# ---- surf_scale_scheduler ----
### Zoomed window, surf_scale_scheduler

Bar = 5 microns. Region (20, 31) to (40, 51) microns. Cells in gray, sequential cells in the stronger gray; small squares are vias.
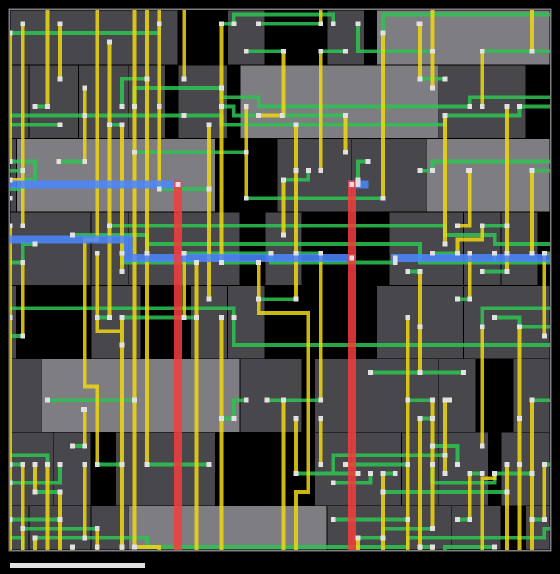

<file path="src/rtl/surf_scale_scheduler.sv">
`default_nettype none
// ----------------------------------------------------------------------------
// surf_scale_scheduler : runs the determinant engine once per octave/layer pass.
// Optional per-pass watchdog: SURF_SCHED_TIMEOUT_EN.  Revision: 1.0
// ----------------------------------------------------------------------------
module surf_scale_scheduler #(
   parameter int A_WIDTH        = 17,
   parameter int NUM_OCT        = 2,
   parameter int LAYER_WORDS    = 16384,
   parameter int TIMEOUT_CYCLES = 1048576
) (
   input  logic               Clk,
   input  logic               Rst,
   input  logic               Start,
   input  logic               Abort,
   input  logic               Det_Done,
   output logic               Det_Go,
   output logic [7:0]         Filter_Size,
   output logic [2:0]         Step,
   output logic [1:0]         Octave,
   output logic [1:0]         Layer,
   output logic [A_WIDTH-1:0] Res_Base,
   output logic               Busy,
   output logic               Done,
   output logic               Error
);

   typedef enum logic [2:0] {
      S_IDLE  = 3'd0,
      S_SETUP = 3'd1,
      S_GO    = 3'd2,
      S_WAIT  = 3'd3,
      S_NEXT  = 3'd4,
      S_FIN   = 3'd5
   } state_t;

   localparam logic [1:0]         c_LAST_OCT    = 2'(NUM_OCT - 1);
   localparam logic [A_WIDTH-1:0] c_LAYER_WORDS = A_WIDTH'(LAYER_WORDS);

   state_t               r_state;
   logic                 r_done_prev;
   logic                 r_det_go;
   logic                 r_busy;
   logic                 r_done;
   logic [1:0]           r_oct;
   logic [1:0]           r_layer;
   logic [7:0]           r_fs;
   logic [2:0]           r_step;
   logic [A_WIDTH-1:0]   r_base;

   logic                 w_done_rise;
   logic                 w_timeout;
   logic [7:0]           w_fs;
   logic [2:0]           w_step;
   logic [A_WIDTH-1:0]   w_base;

   assign w_done_rise = Det_Done & ~r_done_prev;

   // Filter side 3*(2^(o+1)*(l+1)+1) peaks at 195, so 8-bit arithmetic never overflows.
   assign w_fs   = 8'd3 * (((8'd2 << r_oct) * (8'({2'b00, r_layer}) + 8'd1)) + 8'd1);
   assign w_step = 3'd1 << r_oct;
   assign w_base = A_WIDTH'({r_oct, r_layer}) * c_LAYER_WORDS;

   always_ff @(posedge Clk) begin
      if (Rst) begin
         r_state     <= S_IDLE;
         r_done_prev <= 1'b0;
         r_det_go    <= 1'b0;
         r_busy      <= 1'b0;
         r_done      <= 1'b0;
         r_oct       <= 2'd0;
         r_layer     <= 2'd0;
         r_fs        <= 8'd9;
         r_step      <= 3'd1;
         r_base      <= '0;
      end else begin
         r_done_prev <= Det_Done;
         r_det_go    <= 1'b0;
         r_done      <= 1'b0;
         if (Abort && (r_state != S_IDLE)) begin
            r_state <= S_IDLE;
            r_busy  <= 1'b0;
         end else begin
            case (r_state)
               S_IDLE: begin
                  if (Start && !Abort) begin
                     r_state <= S_SETUP;
                     r_oct   <= 2'd0;
                     r_layer <= 2'd0;
                     r_busy  <= 1'b1;
                  end
               end
               S_SETUP: begin
                  r_fs     <= w_fs;
                  r_step   <= w_step;
                  r_base   <= w_base;
                  r_det_go <= 1'b1;
                  r_state  <= S_GO;
               end
               S_GO: r_state <= S_WAIT;
               S_WAIT: begin
                  if (w_done_rise) begin
                     r_state <= S_NEXT;
                  end else if (w_timeout) begin
                     r_state <= S_IDLE;
                     r_busy  <= 1'b0;
                  end
               end
               S_NEXT: begin
                  if (r_layer != 2'd3) begin
                     r_layer <= r_layer + 2'd1;
                     r_state <= S_SETUP;
                  end else if (r_oct < c_LAST_OCT) begin
                     r_layer <= 2'd0;
                     r_oct   <= r_oct + 2'd1;
                     r_state <= S_SETUP;
                  end else begin
                     r_state <= S_FIN;
                     r_busy  <= 1'b0;
                     r_done  <= 1'b1;
                  end
               end
               S_FIN: r_state <= S_IDLE;
               default: begin
                  r_state <= S_IDLE;
                  r_busy  <= 1'b0;
               end
            endcase
         end
      end
   end

`ifdef SURF_SCHED_TIMEOUT_EN
   localparam int c_CNT_W = $clog2(TIMEOUT_CYCLES + 1);

   logic [c_CNT_W-1:0] r_wd_cnt;
   logic               r_error;

   assign w_timeout = (r_wd_cnt == c_CNT_W'(TIMEOUT_CYCLES - 1));
   assign Error     = r_error;

   always_ff @(posedge Clk) begin
      if (Rst) begin
         r_wd_cnt <= '0;
         r_error  <= 1'b0;
      end else begin
         if (r_state == S_GO) begin
            r_wd_cnt <= '0;
         end else if (r_state == S_WAIT) begin
            r_wd_cnt <= r_wd_cnt + c_CNT_W'(1);
         end
         // A completion edge in the final watchdog cycle still wins over the error.
         if ((r_state == S_IDLE) && Start && !Abort) begin
            r_error <= 1'b0;
         end else if ((r_state == S_WAIT) && w_timeout && !Abort && !w_done_rise) begin
            r_error <= 1'b1;
         end
      end
   end
`else
   assign w_timeout = 1'b0;
   assign Error     = 1'b0;
`endif

   assign Det_Go      = r_det_go;
   assign Filter_Size = r_fs;
   assign Step        = r_step;
   assign Octave      = r_oct;
   assign Layer       = r_layer;
   assign Res_Base    = r_base;
   assign Busy        = r_busy;
   assign Done        = r_done;

endmodule
`default_nettype wire
</file>
<file path="config.mk">
export PLATFORM = sky130hd
export DESIGN_NAME = surf_scale_scheduler
export DESIGN_NICKNAME = d
export VERILOG_FILES = /design/src/rtl/surf_scale_scheduler.sv
export SDC_FILE = /design/constraint.sdc
export NUM_CORES = 1
export LEC_CHECK = 0
export CAP_MARGIN = 20
export CORE_MARGIN = 1.5
export CORE_UTILIZATION = 53
export DETAILED_ROUTE_END_ITERATION = 7
export GPL_TIMING_DRIVEN = 0
export PLACE_DENSITY = 0.88
export SLEW_MARGIN = 20
export SYNTH_ARGS = -nofsm -noshare
export SYNTH_HDL_FRONTEND = slang
export SYNTH_SLANG_ARGS = --single-unit
</file>
<file path="constraint.sdc">
create_clock -name Clk -period 8.8 [get_ports Clk]
set_input_delay 1.32 -clock Clk [delete_from_list [all_inputs] [get_ports Clk]]
set_output_delay 1.32 -clock Clk [all_outputs]
set_load 0.03 [all_outputs]
</file>
# ---- game_flow_ctrl ----
File: config.mk
export PLATFORM = sky130hd
export DESIGN_NAME = game_flow_ctrl
export DESIGN_NICKNAME = d
export VERILOG_FILES = /design/src/rtl/game_flow_ctrl_pkg.sv /design/src/rtl/game_flow_ctrl_frame_timer.sv /design/src/rtl/game_flow_ctrl.sv
export SDC_FILE = /design/constraint.sdc
export NUM_CORES = 1
export LEC_CHECK = 0
export CELL_PAD_IN_SITES_DETAIL_PLACEMENT = 1
export CELL_PAD_IN_SITES_GLOBAL_PLACEMENT = 1
export CORE_AREA = 2 2 59 61
export DETAILED_ROUTE_END_ITERATION = 7
export DIE_AREA = 0 0 61 63
export GPL_TIMING_DRIVEN = 0
export PLACE_DENSITY = 0.72
export SYNTH_ARGS = -nofsm -noshare
export SYNTH_HDL_FRONTEND = slang
export SYNTH_SLANG_ARGS = --single-unit
File: constraint.sdc
create_clock -name clk -period 1.5 [get_ports clk]
set_input_delay 0.15 -clock clk [delete_from_list [all_inputs] [get_ports clk]]
set_output_delay 0.15 -clock clk [all_outputs]
set_load 0.005 [all_outputs]
File: src/rtl/game_flow_ctrl_pkg.sv
// Shared types for the game sequencer: the top-level state encoding and the
// width of the frame counter that times the hit, game-over and win phases.
package game_pkg;

  typedef enum logic [2:0] {
    ST_START = 3'd0,
    ST_PLAY  = 3'd1,
    ST_HIT   = 3'd2,
    ST_OVER  = 3'd3,
    ST_WIN   = 3'd4
  } game_state_t;

  localparam int FRAME_CNT_W = 8;

endpackage

File: src/rtl/game_flow_ctrl_frame_timer.sv
// Saturating video-frame counter with synchronous clear and a limit compare.
// done fires on the frame pulse that arrives while the count equals the limit.
module frame_timer
  import game_pkg::*;
(
  input  logic                   clk,
  input  logic                   rst_n,
  input  logic                   clear,
  input  logic                   enable,
  input  logic                   tick,
  input  logic [FRAME_CNT_W-1:0] limit,
  output logic [FRAME_CNT_W-1:0] cnt_next,
  output logic                   done
);

  localparam logic [FRAME_CNT_W-1:0] CNT_MAX  = {FRAME_CNT_W{1'b1}};
  localparam logic [FRAME_CNT_W-1:0] CNT_ZERO = {FRAME_CNT_W{1'b0}};
  localparam logic [FRAME_CNT_W-1:0] CNT_ONE  = FRAME_CNT_W'(1);

  logic [FRAME_CNT_W-1:0] cnt_r;

  // clear wins over counting so a frame pulse on state entry is not counted
  always_comb begin
    done = enable & tick & (cnt_r == limit);
    if (clear) begin
      cnt_next = CNT_ZERO;
    end else if (enable && tick && (cnt_r != CNT_MAX)) begin
      cnt_next = cnt_r + CNT_ONE;
    end else begin
      cnt_next = cnt_r;
    end
  end

  // counter register
  always_ff @(posedge clk or negedge rst_n) begin
    if (!rst_n) begin
      cnt_r <= CNT_ZERO;
    end else begin
      cnt_r <= cnt_next;
    end
  end

endmodule

File: src/rtl/game_flow_ctrl.sv
// Game sequencer: START/PLAY/HIT/OVER/WIN flow, lives bookkeeping and the
// registered overlay/motion enables that feed the VGA objects mux.
module game_flow_ctrl
  import game_pkg::*;
#(
  parameter int LIVES       = 3,
  parameter int HIT_FRAMES  = 60,
  parameter int OVER_FRAMES = 180,
  parameter int WIN_FRAMES  = 180
) (
  input  logic       clk,
  input  logic       resetN,
  input  logic       startOfFrame,
  input  logic       startKey,
  input  logic       hitPulse,
  input  logic       winPulse,
  output logic       showStart,
  output logic       showOver,
  output logic       showWin,
  output logic       gameRun,
  output logic       hitFlash,
  output logic [2:0] livesLeft,
  output logic       newGame
);

  localparam logic [FRAME_CNT_W-1:0] HIT_LIM  = FRAME_CNT_W'(HIT_FRAMES - 1);
  localparam logic [FRAME_CNT_W-1:0] OVER_LIM = FRAME_CNT_W'(OVER_FRAMES - 1);
  localparam logic [FRAME_CNT_W-1:0] WIN_LIM  = FRAME_CNT_W'(WIN_FRAMES - 1);
  localparam logic [2:0]             LIVES_INIT = 3'(LIVES);

  game_state_t            state_r, state_next_s;
  logic                   key_d_r, key_rise_s;
  logic                   clear_s, enable_s, done_s;
  logic [FRAME_CNT_W-1:0] limit_s, cnt_next_s;
  logic [2:0]             lives_next_s;
  logic                   new_game_s, flash_next_s;

  assign key_rise_s = startKey & ~key_d_r;
  assign clear_s    = (state_next_s != state_r);

  frame_timer u_frame_timer (
    .clk      (clk),
    .rst_n    (resetN),
    .clear    (clear_s),
    .enable   (enable_s),
    .tick     (startOfFrame),
    .limit    (limit_s),
    .cnt_next (cnt_next_s),
    .done     (done_s)
  );

  // state, key edge register and registered outputs (decoded from next state)
  always_ff @(posedge clk or negedge resetN) begin
    if (!resetN) begin
      state_r   <= ST_START;
      key_d_r   <= 1'b0;
      showStart <= 1'b1;
      showOver  <= 1'b0;
      showWin   <= 1'b0;
      gameRun   <= 1'b0;
      hitFlash  <= 1'b0;
      livesLeft <= LIVES_INIT;
      newGame   <= 1'b0;
    end else begin
      state_r   <= state_next_s;
      key_d_r   <= startKey;
      showStart <= (state_next_s == ST_START);
      showOver  <= (state_next_s == ST_OVER);
      showWin   <= (state_next_s == ST_WIN);
      gameRun   <= (state_next_s == ST_PLAY);
      hitFlash  <= flash_next_s;
      livesLeft <= lives_next_s;
      newGame   <= new_game_s;
    end
  end

  // next-state logic plus the per-state timer limit
  always_comb begin
    state_next_s = state_r;
    enable_s     = 1'b0;
    limit_s      = {FRAME_CNT_W{1'b1}};
    case (state_r)
      ST_START: begin
        if (key_rise_s) state_next_s = ST_PLAY;
        else            state_next_s = ST_START;
      end
      ST_PLAY: begin
        if (winPulse)                             state_next_s = ST_WIN;
        else if (hitPulse && (livesLeft == 3'd1)) state_next_s = ST_OVER;
        else if (hitPulse)                        state_next_s = ST_HIT;
        else                                      state_next_s = ST_PLAY;
      end
      ST_HIT: begin
        enable_s = 1'b1;
        limit_s  = HIT_LIM;
        if (done_s) state_next_s = ST_PLAY;
        else        state_next_s = ST_HIT;
      end
      ST_OVER: begin
        enable_s = 1'b1;
        limit_s  = OVER_LIM;
        if (done_s || key_rise_s) state_next_s = ST_START;
        else                      state_next_s = ST_OVER;
      end
      ST_WIN: begin
        enable_s = 1'b1;
        limit_s  = WIN_LIM;
        if (done_s || key_rise_s) state_next_s = ST_START;
        else                      state_next_s = ST_WIN;
      end
      default: state_next_s = ST_START;
    endcase
  end

  // lives bookkeeping, new-game pulse and blink decode
  always_comb begin
    lives_next_s = livesLeft;
    new_game_s   = 1'b0;
    flash_next_s = (state_next_s == ST_HIT) & cnt_next_s[0];
    case (state_r)
      ST_START: begin
        if (key_rise_s) begin
          lives_next_s = LIVES_INIT;
          new_game_s   = 1'b1;
        end else begin
          lives_next_s = livesLeft;
        end
      end
      ST_PLAY: begin
        if (!winPulse && hitPulse) lives_next_s = livesLeft - 3'd1;
        else                       lives_next_s = livesLeft;
      end
      default: lives_next_s = livesLeft;
    endcase
  end

endmodule

### Routing congestion map, game_flow_ctrl

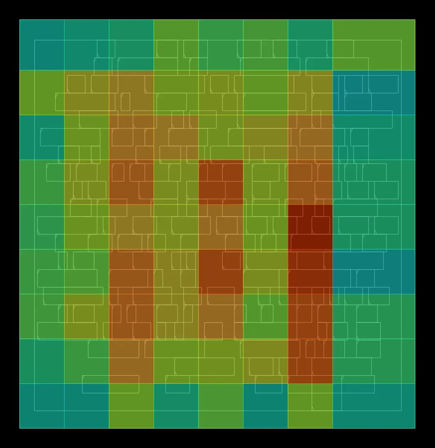
GR Util All Layers: 18.9%
GR Util met1: 21.5%
most used routing layer: met2

==> flow_metrics.py, game_flow_ctrl <==
# Generated from Yosys and OpenROAD reports
metrics = {
    "critical_path": {
        "required_ns": 1.73,
        "path_buffers": 0,
        "start_kind": "flip-flop",
        "cp_num_cells": 5,
    },
    "global_route": {
        "antenna_found_initial": 0,
        "grtUsageMet3_pct": 2.28,
    },
    "final_layout": {
        "fin_area_sq_um": 1870,
        "lay_top_count": "buf_4",
        "seq_share_pct": 28.5,
        "top_regs": "u_frame_timer.cnt_r: 8 flops, livesLeft: 3 flops, state_r: 3 flops",
        "flops": 21,
        "register_area_sq_um": 532,
        "layout.nets": 171,
        "fillers": 347,
    },
    "clock_tree": {
        "ctsHoldBuffers": 0,
        "post_cts_buffers": 18,
        "cts_tree": "yes",
        "cts_resized": 47,
    },
    "floorplanning": {
        "rows": 21,
        "die_x_microns": 61,
        "die_y_microns": 63,
    },
    "pwr": {
        "p_sw_uw": 958,
        "p_clk_uw": 274,
    },
    "final_timing": {
        "setup_viol": 16,
        "worst_slack_ns": -0.156,
        "setup-tns-final_ns": -1.31,
        "hold_slack_ns": 0.354,
    },
    "logic_synthesis": {
        "async_flop_share_pct": 100,
        "yosys.area.top_type": "dfrtp_1",
        "synth_area_sq_um": 1190,
        "common_cells": "dfrtp_1, nor2_1, nand2_1, nor3_1, xnor2_1",
    },
    "min_path": {
        "min_path_type": "in2reg",
    },
    "drt": {
        "wl_met3_microns": 91,
        "drc": 0,
    },
    "placement": {
        "hpwl_mm": 1.94,
    },
    "outcome": {
        "outcome": "complete, but fails checks",
        "violations": "negative setup slack",
    },
    "run": {
        "tool_warnings": 30,
    },
}
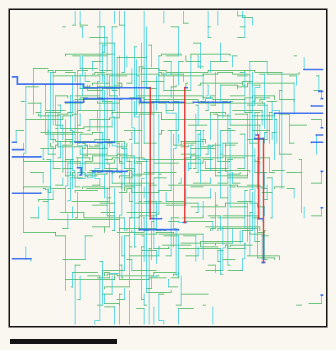
*Wiring by layer, surf_scale_scheduler*
Bar = 20 microns.
met1 -> green  # wire length 1340 microns
met2 -> cyan  # wire length 1660 microns
met4 -> red  # wire length 88.4 microns
met3 -> blue  # wire length 123 microns

About 'Zoomed window' of surf_scale_scheduler:
met3 -> blue
met1 -> green
met2 -> yellow
met4 -> red
cells with their middle in the window = 43
most frequent = nand2_1 (8), dfxtp_1 (6)
netlist names of flops here include = `Filter_Size` (2), `Layer` (2)
sequential cells in the window = 6

==> flow_metrics.py, surf_scale_scheduler <==
# Generated from Yosys and OpenROAD reports
metrics = {
    "outcome": {
        "outcome": "complete, no violations",
    },
    "final_layout": {
        "fin_area_sq_um": 2040,
        "num-nonclk-inverters": 10,
        "sh_comb_area_pct": 50.8,
        "register_area_sq_um": 480,
        "logic_gate_count": 154,
        "largest_reg_flops": 7,
        "fin_util_pct": 67.4,
    },
    "logic_synthesis": {
        "avgSynthCellArea_sq_um": 8.46,
        "synth_area_sq_um": 1670,
        "synth-main-ff-cell": "dfxtp_1",
        "ys_ff": 24,
        "synth-xor-area-share_pct": 3.68,
    },
    "placement": {
        "placed_cells_incl_taps": 278,
        "pre_cts_ws_ns": 5.27,
    },
    "drt": {
        "vias_per_cell": 5.04,
        "dr.max_layer_used": "met4",
        "vias": 1421,
        "wl_met1_mm": 1.34,
    },
    "pwr": {
        "power_uw": 204,
        "maxPowerGroup": "registers",
        "powerComb_uw": 30.8,
        "seq-power_uw": 111,
    },
    "global_route": {
        "met1_usage_pct": 23.8,
        "grt_usage_pct": 20.7,
    },
    "critical_path": {
        "cpMostUsedCell": "ha_1",
        "crit_fanout": 9,
    },
    "clock_tree": {
        "post_cts_buffers": 0,
        "clkSinkCount": 24,
        "clock.latency.late_pin_ns": 0.34,
        "numCtsBuffers": 3,
        "clk_path_buf_depth": 2,
    },
    "final_timing": {
        "rsz0062_at_grt": "no",
        "slew_viol_final": 0,
    },
    "floorplanning": {
        "io_pins": 41,
        "coreArea_sq_um": 3030,
    },
    "min_path": {
        "min_path_type": "reg2reg",
    },
}

# ---- register_file_mp_flat ----
File: src/rtl/register_file_mp_if.sv
// rtl/register_file_mp_if.sv - Bus interface for the multi-port register file
//
// Groups the read, write, issue and scoreboard signals of register_file_mp.
//   master : decode/writeback side, drives addresses, write data and issue
//   slave  : register file, returns read data, read-busy flags and busy_vec
// Packed vectors carry one lane per port: port p at [p*W +: W].
interface register_file_mp_if #(
    parameter int XLEN      = 32,
    parameter int REG_COUNT = 32,
    parameter int NUM_RD    = 2,
    parameter int NUM_WR    = 1
);
    localparam int AW = $clog2(REG_COUNT);

    logic [NUM_RD*AW-1:0]   rd_addr;
    logic [NUM_RD*XLEN-1:0] rdata;
    logic [NUM_RD-1:0]      rd_busy;
    logic [NUM_WR-1:0]      wr_en;
    logic [NUM_WR*AW-1:0]   wr_addr;
    logic [NUM_WR*XLEN-1:0] wr_data;
    logic                   iss_en;
    logic [AW-1:0]          iss_addr;
    logic [REG_COUNT-1:0]   busy_vec;

    modport master (
        output rd_addr, wr_en, wr_addr, wr_data, iss_en, iss_addr,
        input  rdata, rd_busy, busy_vec
    );

    modport slave (
        input  rd_addr, wr_en, wr_addr, wr_data, iss_en, iss_addr,
        output rdata, rd_busy, busy_vec
    );
endinterface

File: src/rtl/register_file_mp.sv
// rtl/register_file_mp.sv - Multi-port register file with bypass and busy scoreboard
//
// Ports:
//   clk     rising-edge clock
//   areset  asynchronous active-high reset; clears registers and scoreboard
//   bus     register_file_mp_if.slave
//           rd_addr/rdata/rd_busy : NUM_RD combinational read ports
//           wr_en/wr_addr/wr_data : NUM_WR write ports, committed at clk edge
//           iss_en/iss_addr       : marks a destination register busy
//           busy_vec              : registered per-register busy flags
module register_file_mp #(
    parameter int XLEN      = 32,
    parameter int REG_COUNT = 32,
    parameter int NUM_RD    = 2,
    parameter int NUM_WR    = 1,
    parameter int BYPASS    = 1,
    parameter int ZERO_REG  = 1
) (
    input  logic              clk,
    input  logic              areset,
    register_file_mp_if.slave bus
);
    localparam int AW = $clog2(REG_COUNT);

    logic [XLEN-1:0]            regs_q [REG_COUNT];
    logic [XLEN-1:0]            regs_d [REG_COUNT];
    logic [REG_COUNT-1:0]       busy_q;
    logic [REG_COUNT-1:0]       busy_d;
    logic [REG_COUNT-1:0]       set_v;
    logic [REG_COUNT-1:0]       clr_v;
    logic [NUM_WR-1:0]          wr_ok;
    logic [NUM_RD-1:0][AW-1:0]  ra_v;
    logic [NUM_RD-1:0]          hit_v;
    logic [NUM_RD*XLEN-1:0]     rdata_c;
    logic [NUM_RD-1:0]          rd_busy_c;

    // A write is effective unless it targets the hardwired zero register.
    always_comb begin
        wr_ok = '0;
        for (int w = 0; w < NUM_WR; w++) begin
            wr_ok[w] = bus.wr_en[w] &&
                       !((ZERO_REG != 0) && (bus.wr_addr[w*AW +: AW] == '0));
        end
    end

    // Ascending port order: the highest-indexed writer to an address wins.
    always_comb begin
        regs_d = regs_q;
        for (int w = 0; w < NUM_WR; w++) begin
            if (wr_ok[w]) begin
                regs_d[bus.wr_addr[w*AW +: AW]] = bus.wr_data[w*XLEN +: XLEN];
            end
        end
    end

    // Scoreboard: issue sets, any write clears, issue wins when both hit.
    always_comb begin
        set_v = '0;
        clr_v = '0;
        if (bus.iss_en) begin
            set_v[bus.iss_addr] = 1'b1;
        end
        for (int w = 0; w < NUM_WR; w++) begin
            if (bus.wr_en[w]) begin
                clr_v[bus.wr_addr[w*AW +: AW]] = 1'b1;
            end
        end
        busy_d = set_v | (busy_q & ~clr_v);
        if (ZERO_REG != 0) begin
            busy_d[0] = 1'b0;
        end
    end

    // Reads: stored value, overridden by a same-cycle write when bypassing.
    // A forwarded result also hides the busy flag, since the data is here now.
    always_comb begin
        ra_v      = '0;
        hit_v     = '0;
        rdata_c   = '0;
        rd_busy_c = '0;
        for (int p = 0; p < NUM_RD; p++) begin
            ra_v[p] = bus.rd_addr[p*AW +: AW];
            rdata_c[p*XLEN +: XLEN] = regs_q[ra_v[p]];
            if (BYPASS != 0) begin
                for (int w = 0; w < NUM_WR; w++) begin
                    if (wr_ok[w] && (bus.wr_addr[w*AW +: AW] == ra_v[p])) begin
                        rdata_c[p*XLEN +: XLEN] = bus.wr_data[w*XLEN +: XLEN];
                        hit_v[p] = 1'b1;
                    end
                end
            end
            if ((ZERO_REG != 0) && (ra_v[p] == '0)) begin
                rdata_c[p*XLEN +: XLEN] = '0;
            end
            // Stored values are already cleared in reset; this also blocks bypass.
            if (areset) begin
                rdata_c[p*XLEN +: XLEN] = '0;
            end
            rd_busy_c[p] = busy_q[ra_v[p]] & ~hit_v[p];
        end
    end

    always_ff @(posedge clk or posedge areset) begin
        if (areset) begin
            for (int r = 0; r < REG_COUNT; r++) begin
                regs_q[r] <= '0;
            end
            busy_q <= '0;
        end else begin
            regs_q <= regs_d;
            busy_q <= busy_d;
        end
    end

    assign bus.rdata    = rdata_c;
    assign bus.rd_busy  = rd_busy_c;
    assign bus.busy_vec = busy_q;
endmodule

File: src/flat_wrapper.sv
// flat-port wrapper written by rule: the top's interface ports become plain ports
module register_file_mp_flat 
#(
    parameter int XLEN      = 32,
    parameter int REG_COUNT = 32,
    parameter int NUM_RD    = 2,
    parameter int NUM_WR    = 1,
    parameter int BYPASS    = 1,
    parameter int ZERO_REG  = 1
)
  (clk, areset, bus_rd_addr, bus_wr_en, bus_wr_addr, bus_wr_data, bus_iss_en, bus_iss_addr, bus_rdata, bus_rd_busy, bus_busy_vec);
  register_file_mp_if #(.XLEN(XLEN), .REG_COUNT(REG_COUNT), .NUM_RD(NUM_RD), .NUM_WR(NUM_WR)) bus_i ();
  input  logic clk;
  input  logic areset;
  input wire logic [$bits(bus_i.rd_addr)-1:0] bus_rd_addr;
  input wire logic [$bits(bus_i.wr_en)-1:0] bus_wr_en;
  input wire logic [$bits(bus_i.wr_addr)-1:0] bus_wr_addr;
  input wire logic [$bits(bus_i.wr_data)-1:0] bus_wr_data;
  input wire logic [$bits(bus_i.iss_en)-1:0] bus_iss_en;
  input wire logic [$bits(bus_i.iss_addr)-1:0] bus_iss_addr;
  output wire logic [$bits(bus_i.rdata)-1:0] bus_rdata;
  output wire logic [$bits(bus_i.rd_busy)-1:0] bus_rd_busy;
  output wire logic [$bits(bus_i.busy_vec)-1:0] bus_busy_vec;
  assign bus_i.rd_addr = bus_rd_addr;
  assign bus_i.wr_en = bus_wr_en;
  assign bus_i.wr_addr = bus_wr_addr;
  assign bus_i.wr_data = bus_wr_data;
  assign bus_i.iss_en = bus_iss_en;
  assign bus_i.iss_addr = bus_iss_addr;
  assign bus_rdata = bus_i.rdata;
  assign bus_rd_busy = bus_i.rd_busy;
  assign bus_busy_vec = bus_i.busy_vec;
  register_file_mp #(.XLEN(XLEN), .REG_COUNT(REG_COUNT), .NUM_RD(NUM_RD), .NUM_WR(NUM_WR), .BYPASS(BYPASS), .ZERO_REG(ZERO_REG)) u_core (.clk(clk), .areset(areset), .bus(bus_i));
endmodule
File: config.mk
export PLATFORM = sky130hd
export DESIGN_NAME = register_file_mp_flat
export DESIGN_NICKNAME = d
export VERILOG_FILES = /design/src/rtl/register_file_mp_if.sv /design/src/rtl/register_file_mp.sv /design/src/flat_wrapper.sv
export SDC_FILE = /design/constraint.sdc
export NUM_CORES = 2
export LEC_CHECK = 0
export CELL_PAD_IN_SITES_DETAIL_PLACEMENT = 0
export CELL_PAD_IN_SITES_GLOBAL_PLACEMENT = 1
export CORE_MARGIN = 5
export CORE_UTILIZATION = 45
export DETAILED_ROUTE_END_ITERATION = 6
export HOLD_SLACK_MARGIN = 0.12
export PLACE_DENSITY_LB_ADDON = 0.15
export SLEW_MARGIN = 30
export SYNTH_ARGS = -nofsm -noshare
export SYNTH_HDL_FRONTEND = slang
export SYNTH_SLANG_ARGS = --single-unit
File: constraint.sdc
create_clock -name clk -period 64.8 [get_ports clk]
set_input_delay 12.96 -clock clk [delete_from_list [all_inputs] [get_ports clk]]
set_output_delay 12.96 -clock clk [all_outputs]
set_load 0.05 [all_outputs]
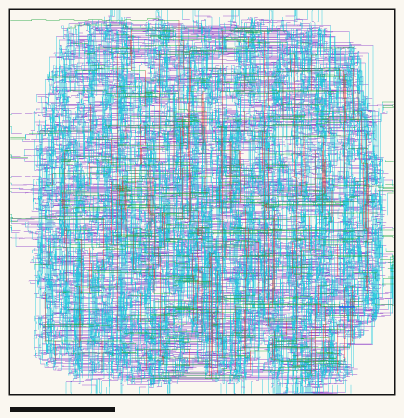
*Wiring by layer, register_file_mp_flat*
Bar = 100 microns.
met4 -> red  # wire length 6970 microns
met2 -> cyan  # wire length 91.4 mm
met3 -> green  # wire length 12100 microns
met5 -> blue  # wire length 13.8 microns
met1 -> purple  # wire length 79.3 mm

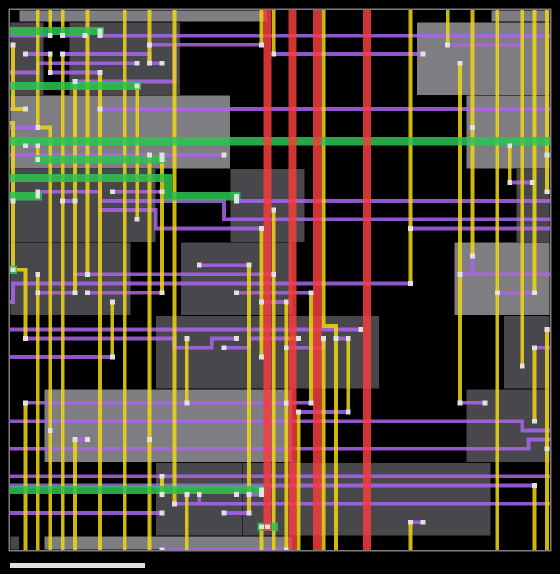
*Zoomed window, register_file_mp_flat*
Bar = 5 microns. Region (174, 247) to (194, 267) microns. Cells in gray, sequential cells in the stronger gray; small squares are vias.
met2 -> yellow
met1 -> purple
met3 -> green
met4 -> red
cells with their middle in the window = 12
netlist names of flops here include = `u_core.regs_q` (3)
most frequent = mux2_2 (3), mux4_2 (3), dfrtp_1 (3)
sequential cells in the window = 3

==> flow_metrics.py <==
# Generated from Yosys and OpenROAD reports
metrics = {
    "outcome": {
        "outcome": "complete, no violations",
    },
    "critical_path": {
        "cpPeakStageDelay_ns": 0.76,
        "crit_path_start": "bus_rd_addr[5]",
        "crit_fanout": 61,
        "required_ns": 51.84,
    },
    "logic_synthesis": {
        "synthSimpleGateAreaFrac_pct": 1.68,
        "synth-xor-area-share_pct": 0.153,
        "yosys.area.top_type": "dfrtp_1",
        "yosys_area_sq_um": 57400,
    },
    "final_timing": {
        "fmaxAchievable_ghz": 0.0322,
        "setup-tns-final_ns": 0,
    },
    "final_layout": {
        "buffer_area_share_pct": 3.56,
        "dominant_cells": "logic gates",
        "fin_area_sq_um": 63900,
        "sh_comb_area_pct": 45.6,
        "fin_util_pct": 50.3,
        "logic_gate_count": 2251,
        "combGateArea_sq_um": 29200,
        "n_antenna_cell": 1,
        "area_delta_synth_final_pct": 11.5,
    },
    "drt": {
        "wl_per_cell_microns": 34.9,
        "drc": 0,
        "vias_per_cell": 6.62,
        "first_pass_iters": 5,
    },
    "min_path": {
        "hold_start": "u_core.regs_q[1003]",
    },
    "global_route": {
        "antenna_found_initial": 6,
        "grt_usage_pct": 28.1,
    },
    "clock_tree": {
        "post_cts_buffers": 0,
        "clkSinkCount": 1055,
    },
    "placement": {
        "numPortBuffers": 152,
        "pre_cts_ws_ns": 33.51,
    },
}
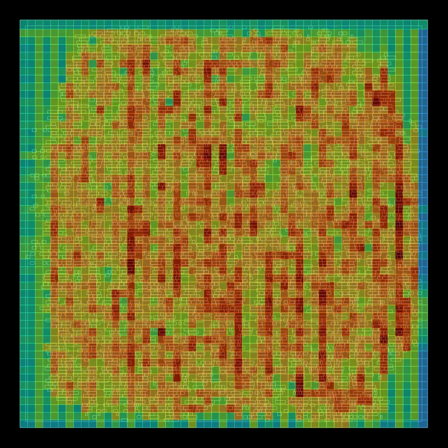
*Routing congestion map, register_file_mp_flat*
most used routing layer: met2
grt met3 use: 5.22%



==> gallery <==
Register map, names as in the netlist.
shot_01.png
Bar = 20 microns. Other sequential cells in the stronger gray, the rest of the logic in the fainter gray.
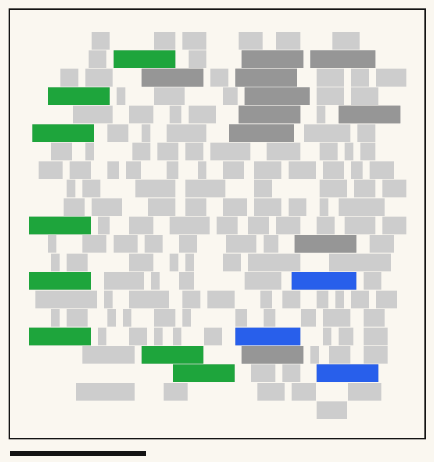
shot_02.png
Bar = 20 microns. Other sequential cells in the stronger gray, the rest of the logic in the fainter gray.
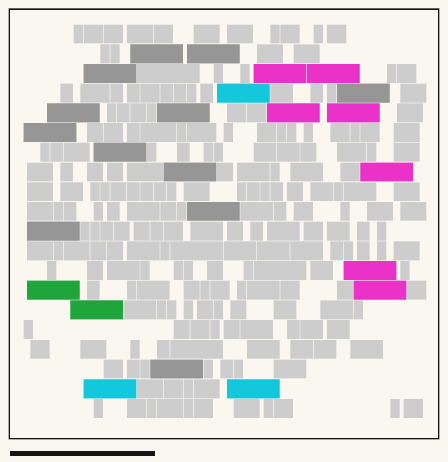
shot_03.png
Bar = 100 microns. Other cells in gray.
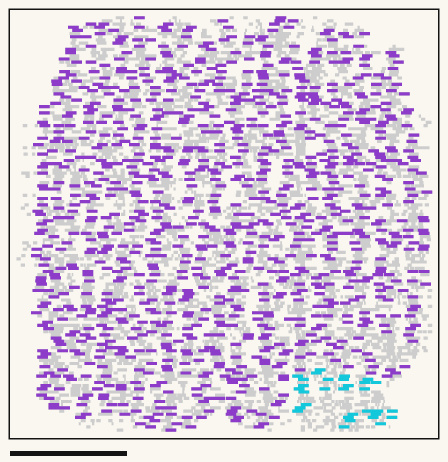
Of these, largest die: shot_03.png
Of these, fewest cells: shot_01.png
surf_scale_scheduler is shot_02.png.
register_file_mp_flat is shot_03.png.
game_flow_ctrl is shot_01.png.

Key to shot_03.png:
`u_core.bus.busy_vec` -> cyan  # placed flops 31, where lower right
`u_core.regs_q` -> purple  # placed flops 1024, where widely spread

No activity file was given, so power comes from the tool's default toggle rates.
